=== fir_share_sched ===
## src/rtl/fir_share_sched.sv

```systemverilog
// Round-robin scheduler sharing one 2-tap Q1.15 MAC across NCH sample streams.
// Optional macro FIR_SAT_EN: saturate the result instead of two's-complement wrap.
module fir_share_sched #(
    parameter int NCH = 4,
    parameter int W   = 16,
    localparam int CW = $clog2(NCH)
) (
    input  logic             clk,
    input  logic             rst,
    input  logic             cfg_we,
    input  logic [CW-1:0]    cfg_ch,
    input  logic [1:0]       cfg_sel,
    input  logic [W-1:0]     cfg_data,
    input  logic [NCH-1:0]   in_valid,
    input  logic [NCH*W-1:0] in_data,
    output logic [NCH-1:0]   in_ready,
    output logic             out_valid,
    output logic [CW-1:0]    out_ch,
    output logic [W-1:0]     out_data,
    input  logic             out_ready,
    output logic             busy
);

    typedef enum logic [1:0] {
        IDLE = 2'd0,
        MUL  = 2'd1,
        OUT  = 2'd2
    } state_e;

`ifdef FIR_SAT_EN
    localparam logic signed [2*W:0] SAT_MAX = (2*W+1)'((2**(W-1)) - 1);
    localparam logic signed [2*W:0] SAT_MIN = -SAT_MAX - (2*W+1)'(1);
`endif

    state_e               state_q, state_d;
    logic [CW-1:0]        last_q, last_d;
    logic [CW-1:0]        g_q, g_d;
    logic signed [W-1:0]  x_q, x_d;
    logic [W-1:0]         od_q, od_d;
    logic [CW-1:0]        och_q, och_d;
    logic signed [W-1:0]  xd_q [NCH];
    logic signed [W-1:0]  xd_d [NCH];
    logic signed [W-1:0]  b0_q [NCH];
    logic signed [W-1:0]  b0_d [NCH];
    logic signed [W-1:0]  b1_q [NCH];
    logic signed [W-1:0]  b1_d [NCH];

    logic                 gnt_hit_s;
    logic [CW-1:0]        gnt_ch_s;
    logic signed [W-1:0]  b0_g_s, b1_g_s, xd_g_s;
    logic signed [2*W-1:0] p0_s, p1_s;
    logic signed [2*W:0]  sum_s, sh_s;

    // Narrow the shifted sum to W bits (saturating or wrapping).
    function automatic logic [W-1:0] narrow(input logic signed [2*W:0] v);
`ifdef FIR_SAT_EN
        if (v > SAT_MAX) begin
            narrow = {1'b0, {(W-1){1'b1}}};
        end else if (v < SAT_MIN) begin
            narrow = {1'b1, {(W-1){1'b0}}};
        end else begin
            narrow = v[W-1:0];
        end
`else
        narrow = v[W-1:0];
`endif
    endfunction

    // Round-robin search starting just after the last served channel.
    always_comb begin
        gnt_hit_s = 1'b0;
        gnt_ch_s  = '0;
        for (int i = 1; i <= NCH; i++) begin
            if (!gnt_hit_s && in_valid[(int'(last_q) + i) % NCH]) begin
                gnt_hit_s = 1'b1;
                gnt_ch_s  = CW'((int'(last_q) + i) % NCH);
            end else begin
                gnt_hit_s = gnt_hit_s;
            end
        end
    end

    // Shared MAC: full-precision products, floor shift back to Q1.15.
    always_comb begin
        b0_g_s = b0_q[g_q];
        b1_g_s = b1_q[g_q];
        xd_g_s = xd_q[g_q];
        p0_s   = $signed({{W{x_q[W-1]}}, x_q}) * $signed({{W{b0_g_s[W-1]}}, b0_g_s});
        p1_s   = $signed({{W{xd_g_s[W-1]}}, xd_g_s}) * $signed({{W{b1_g_s[W-1]}}, b1_g_s});
        sum_s  = $signed({p0_s[2*W-1], p0_s}) + $signed({p1_s[2*W-1], p1_s});
        sh_s   = sum_s >>> (W - 1);
    end

    // Next-state logic: FSM, context updates and config writes.
    always_comb begin
        state_d  = state_q;
        last_d   = last_q;
        g_d      = g_q;
        x_d      = x_q;
        od_d     = od_q;
        och_d    = och_q;
        xd_d     = xd_q;
        b0_d     = b0_q;
        b1_d     = b1_q;
        in_ready = '0;
        case (state_q)
            IDLE: begin
                if (gnt_hit_s) begin
                    in_ready[gnt_ch_s] = 1'b1;
                    g_d     = gnt_ch_s;
                    x_d     = in_data[int'(gnt_ch_s)*W +: W];
                    state_d = MUL;
                end else begin
                    state_d = IDLE;
                end
            end
            MUL: begin
                od_d       = narrow(sh_s);
                och_d      = g_q;
                xd_d[g_q]  = x_q;
                state_d    = OUT;
            end
            OUT: begin
                if (out_ready) begin
                    last_d  = g_q;
                    state_d = IDLE;
                end else begin
                    state_d = OUT;
                end
            end
            default: begin
                state_d = IDLE;
            end
        endcase
        // Config applied last so a delay clear beats the MUL write-back.
        if (cfg_we && (int'(cfg_ch) < NCH)) begin
            case (cfg_sel)
                2'd0:    b0_d[cfg_ch] = cfg_data;
                2'd1:    b1_d[cfg_ch] = cfg_data;
                2'd2:    xd_d[cfg_ch] = '0;
                default: b0_d[cfg_ch] = b0_q[cfg_ch];
            endcase
        end else begin
            b0_d = b0_d;
        end
    end

    // State and context registers.
    always_ff @(posedge clk or posedge rst) begin
        if (rst) begin
            state_q <= IDLE;
            last_q  <= CW'(NCH - 1);
            g_q     <= '0;
            x_q     <= '0;
            od_q    <= '0;
            och_q   <= '0;
            for (int k = 0; k < NCH; k++) begin
                xd_q[k] <= '0;
                b0_q[k] <= '0;
                b1_q[k] <= '0;
            end
        end else begin
            state_q <= state_d;
            last_q  <= last_d;
            g_q     <= g_d;
            x_q     <= x_d;
            od_q    <= od_d;
            och_q   <= och_d;
            xd_q    <= xd_d;
            b0_q    <= b0_d;
            b1_q    <= b1_d;
        end
    end

    assign out_valid = (state_q == OUT);
    assign busy      = (state_q != IDLE);
    assign out_data  = od_q;
    assign out_ch    = och_q;

endmodule

```

## config.mk

```make
export PLATFORM = sky130hd
export DESIGN_NAME = fir_share_sched
export DESIGN_NICKNAME = d
export VERILOG_FILES = /design/src/rtl/fir_share_sched.sv
export SDC_FILE = /design/constraint.sdc
export NUM_CORES = 2
export LEC_CHECK = 0
export CORE_ASPECT_RATIO = 0.7
export CORE_MARGIN = 2
export CORE_UTILIZATION = 61
export DETAILED_ROUTE_END_ITERATION = 16
export PLACE_DENSITY = 0.79
export SETUP_SLACK_MARGIN = 0.5
export SLEW_MARGIN = 15
export SYNTH_ARGS = -nofsm -noshare
export SYNTH_HDL_FRONTEND = slang
export SYNTH_SLANG_ARGS = --single-unit
```

## constraint.sdc

```tcl
create_clock -name clk -period 10.75 [get_ports clk]
set_input_delay 2.6875 -clock clk [delete_from_list [all_inputs] [get_ports clk]]
set_output_delay 2.6875 -clock clk [all_outputs]
set_load 0.02 [all_outputs]
```

=== and_gate ===
[src/rtl/and_gate.sv]
// and_gate: bitwise AND (y) with registered result (y_reg/out_valid), reduction flags, popcount and saturating all-ones counter (match_cnt, cleared by cnt_clr)
module and_gate #(
  parameter int WIDTH = 1,
  parameter int CNT_W = 16
) (
  input  logic                         clk,
  input  logic                         rst,
  input  logic [WIDTH-1:0]             a,
  input  logic [WIDTH-1:0]             b,
  output logic [WIDTH-1:0]             y,
  input  logic                         in_valid,
  input  logic                         cnt_clr,
  output logic [WIDTH-1:0]             y_reg,
  output logic                         out_valid,
  output logic                         all_set,
  output logic                         any_set,
  output logic [$clog2(WIDTH+1)-1:0]   ones_cnt,
  output logic [CNT_W-1:0]             match_cnt
);
  localparam int OW = $clog2(WIDTH + 1);
  logic [WIDTH-1:0] y_q, y_d;
  logic             v_q, v_d;
  logic [CNT_W-1:0] m_q, m_d;
  logic [OW-1:0]    pop;
  assign y = a & b;
  always_comb begin
    y_d = in_valid ? y : y_q;
    v_d = in_valid;
    m_d = cnt_clr ? '0 : (in_valid && (&y) && !(&m_q)) ? m_q + CNT_W'(1) : m_q;
  end
  always_ff @(posedge clk) begin
    if (rst) begin
      y_q <= '0;
      v_q <= 1'b0;
      m_q <= '0;
    end else begin
      y_q <= y_d;
      v_q <= v_d;
      m_q <= m_d;
    end
  end
  always_comb begin
    pop = '0;
    for (int i = 0; i < WIDTH; i++) pop = pop + OW'(y_q[i]);
  end
  assign y_reg     = y_q;
  assign out_valid = v_q;
  assign all_set   = &y_q;
  assign any_set   = |y_q;
  assign ones_cnt  = pop;
  assign match_cnt = m_q;
endmodule

[config.mk]
export PLATFORM = sky130hd
export DESIGN_NAME = and_gate
export DESIGN_NICKNAME = d
export VERILOG_FILES = /design/src/rtl/and_gate.sv
export SDC_FILE = /design/constraint.sdc
export NUM_CORES = 1
export LEC_CHECK = 0
export ABC_AREA = 0
export CAP_MARGIN = 10
export CORE_ASPECT_RATIO = 1.1
export CORE_MARGIN = 10
export CORE_UTILIZATION = 51
export CTS_BUF_LIST = sky130_fd_sc_hd__clkbuf_2
export DETAILED_ROUTE_END_ITERATION = 6
export PLACE_DENSITY = 0.92
export SYNTH_ARGS = -nofsm -noshare
export SYNTH_HDL_FRONTEND = slang
export SYNTH_SLANG_ARGS = --single-unit
[constraint.sdc]
create_clock -name clk -period 3.1 [get_ports clk]
set_input_delay 0.31 -clock clk [delete_from_list [all_inputs] [get_ports clk]]
set_output_delay 0.31 -clock clk [all_outputs]
set_load 0.005 [all_outputs]
### I/O nets highlighted, and_gate

Drawn at 8 px/um.
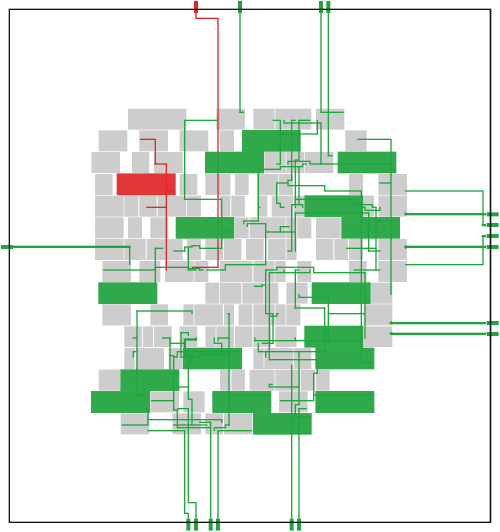
| color | port | bits | direction | edge | end cells | buffers | wire |
|---|---|---|---|---|---|---|---|
| green | `match_cnt` | 16 | output | 6 bottom, 6 right, 3 top, 1 left | 16 | 16 | 778 um |
| red | `any_set` | 1 | output | top | 1 | 1 | 60.7 um |

==> results.rst, and_gate <==
Implementation results
======================

.. list-table::
   :header-rows: 1

   * - Metric
     - Value
   * - Slowest CP cell
     - sky130_fd_sc_hd__or4_4
   * - Count of hold-fix buffers inserted at cts
     - 0
   * - Buffering overhead
     - 0.236
   * - Endpoint of the worst register-to-register path
     - match_cnt[1]
   * - Area growth from synthesis to layout
     - 31.6%
   * - Via count of the first global-routing pass
     - 859
   * - Adder-Cell Fraction of Synth Area
     - 0.0140
   * - Iteration count of the initial detailed-routing pass
     - 4
   * - Distinct lib cells
     - 33
   * - Non-clock inverter count in the final layout
     - 4
   * - Synth Instances
     - 104
   * - RD Place Congestion
     - between 0.7 and 0.8
   * - Outcome
     - finished clean
   * - Area of all placed cells without fillers
     - about 1200 um2
   * - Arrival time worst endpoint
     - about 2.2 ns
   * - Proportion of layout cells with a drive suffix above 1
     - 0.0769
   * - Final Non-Filler Cells
     - 147
==> and_gate: through the flow <==
stage / setup slack (ns)
final: 1.14
after CTS: 1.15
after detailed placement: 0.805
after floorplan: 1.36
after global placement: 0.859
after global routing: 0.980
==> and_gate: how the worst max path moves through the flow <==
| stage | slack [ns] | cells past startpoint | from | to |
|---|---|---|---|---|
| final | 1.14 | 5 | a | match_cnt[13] |
| after global routing | 0.98 | 5 | match_cnt[8] | match_cnt[5] |
| after CTS | 1.15 | 5 | in_valid | match_cnt[13] |
| after detailed placement | 0.81 | 5 | in_valid | match_cnt[13] |
| after global placement | 0.86 | 5 | in_valid | match_cnt[13] |
| after floorplan | 1.36 | 4 | match_cnt[5] | match_cnt[13] |
==> and_gate: per-layer routing <==
| layer | global-route usage | share of wire | vias to the layer above | wire length (um) |
|---|---|---|---|---|
| met5 | 0 | 0 | - | 0 |
| met4 | 0.0534 | 0.017 | 0 | 40 |
| met3 | 0.0237 | 0.043 | 5 | 101 |
| met2 | 0.206 | 0.51 | 22 | 1210 |
| met1 | 0.140 | 0.43 | 418 | 1000 |
| li1 | - | - | 451 | - |
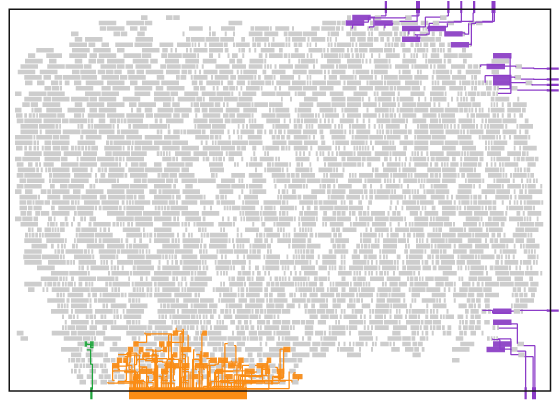
*I/O nets highlighted, fir_share_sched*
Drawn at 2 px/um.
| color | port | bits | direction | edge | end cells | buffers | wire |
|---|---|---|---|---|---|---|---|
| purple | `out_data` | 16 | output | 8 top, 5 right, 3 bottom | 16 | 16 | 499 um |
| green | `out_ready` | 1 | input | bottom | 2 | 1 | 28.4 um |
| orange | `in_data` | 64 | input | bottom | 48 | 64 | 1,550 um |

==> results.rst, fir_share_sched <==
Implementation results
======================

.. list-table::
   :header-rows: 1

   * - Metric
     - Value
   * - Synthesized chip area reported by yosys
     - around 30,000 um2
   * - Crit-path max cell delay
     - just under 1 ns
   * - Iteration count of the initial detailed-routing pass
     - 6
   * - Final worst-path setup slack
     - 1.29 ns
   * - Worst setup path start
     - g_q[1]
   * - Final Non-Filler Cells
     - 3,728
   * - Clock Path Buffers
     - 3
   * - Placeable core region
     - 49,100 um2
   * - Post-synthesis average cell area
     - 9.97 um2
   * - Outcome
     - finished clean
   * - Routed vias/inst
     - 5.73
   * - Footprint of the multi-input gates
     - approximately 21,000 um2
   * - RD Place Congestion
     - 0.922
   * - Layout clock buffer count
     - 36
   * - Core utilization at floorplan
     - 0.615
   * - Average detailed-routed wire length per instance
     - 21.2 um
   * - TritonCTS clock tree
     - built
   * - Share of the final layout cell area in sequential cells
     - 0.178
   * - Total DRC errors in the routed layout
     - 0
[fir_share_sched: flip-flops by register name, summed over array words and instances (netlist names)]
| register | cells |
|---|---|
| b0_q | 64 |
| b1_q | 64 |
| out_ch | 2 |
| last_q | 2 |
| x_q | 16 |
| xd_q | 64 |
| g_q | 2 |
| out_data | 16 |
| state_q | 2 |
[fir_share_sched: how the worst min path moves through the flow]
stage / start / to / slack [ns] / cells past startpoint
after CTS: out_ch[0] / out_ch[0] / 0.49 / 2
final: out_data[4] / out_data[4] / 0.48 / 2
after global routing: out_ch[0] / out_ch[0] / 0.50 / 2
after detailed placement: out_ch[0] / out_ch[0] / 0.47 / 2
after global placement: out_ch[1] / out_ch[1] / 0.47 / 2
after floorplan: b0_q[0] / b0_q[0] / 0.46 / 2
[fir_share_sched: metal layers]
| layer | wire (um) | share of wire | global-route usage | vias to the layer above |
|---|---|---|---|---|
| li1 | - | - | - | 9174 |
| met1 | 33200 | 0.42 | 0.459 | 11000 |
| met2 | 35200 | 0.45 | 0.497 | 1020 |
| met3 | 8560 | 0.11 | 0.0786 | 132 |
| met4 | 1860 | 0.024 | 0.0784 | 0 |
| met5 | 0 | 0 | 0 | - |

==> layout pictures side by side <==
Cells colored by class.
shot_01.png
Drawn at 1 px/um.
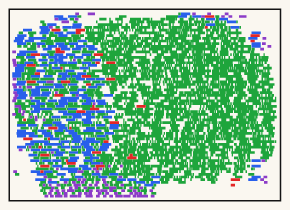
shot_02.png
Drawn at 4 px/um.
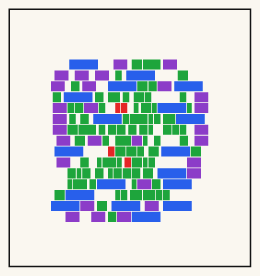
shot_02.png: and_gate
shot_01.png: fir_share_sched
Of these, largest die: shot_01.png
Of these, most sequential cells: shot_01.png



==> notes/layouts.md <==
Pictures saved along the way, in no particular order.

Metal 3.
picture 1
Drawn at 1.5 px/um. Cells faint in the background.
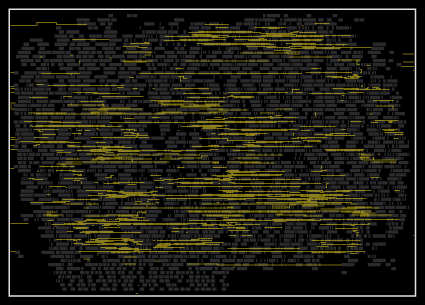
picture 2
Drawn at 6 px/um. Cells faint in the background.
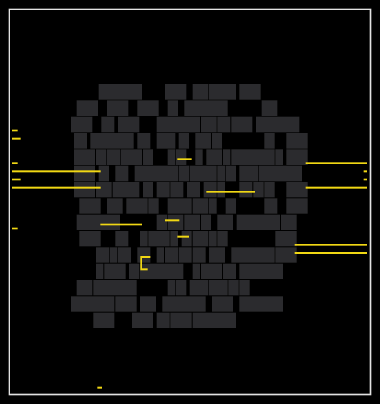
The one with the largest die is picture 1.
and_gate is picture 2.
fir_share_sched is picture 1.

Key to picture 1:
wire length on this layer: 8,560 um
main direction: horizontal

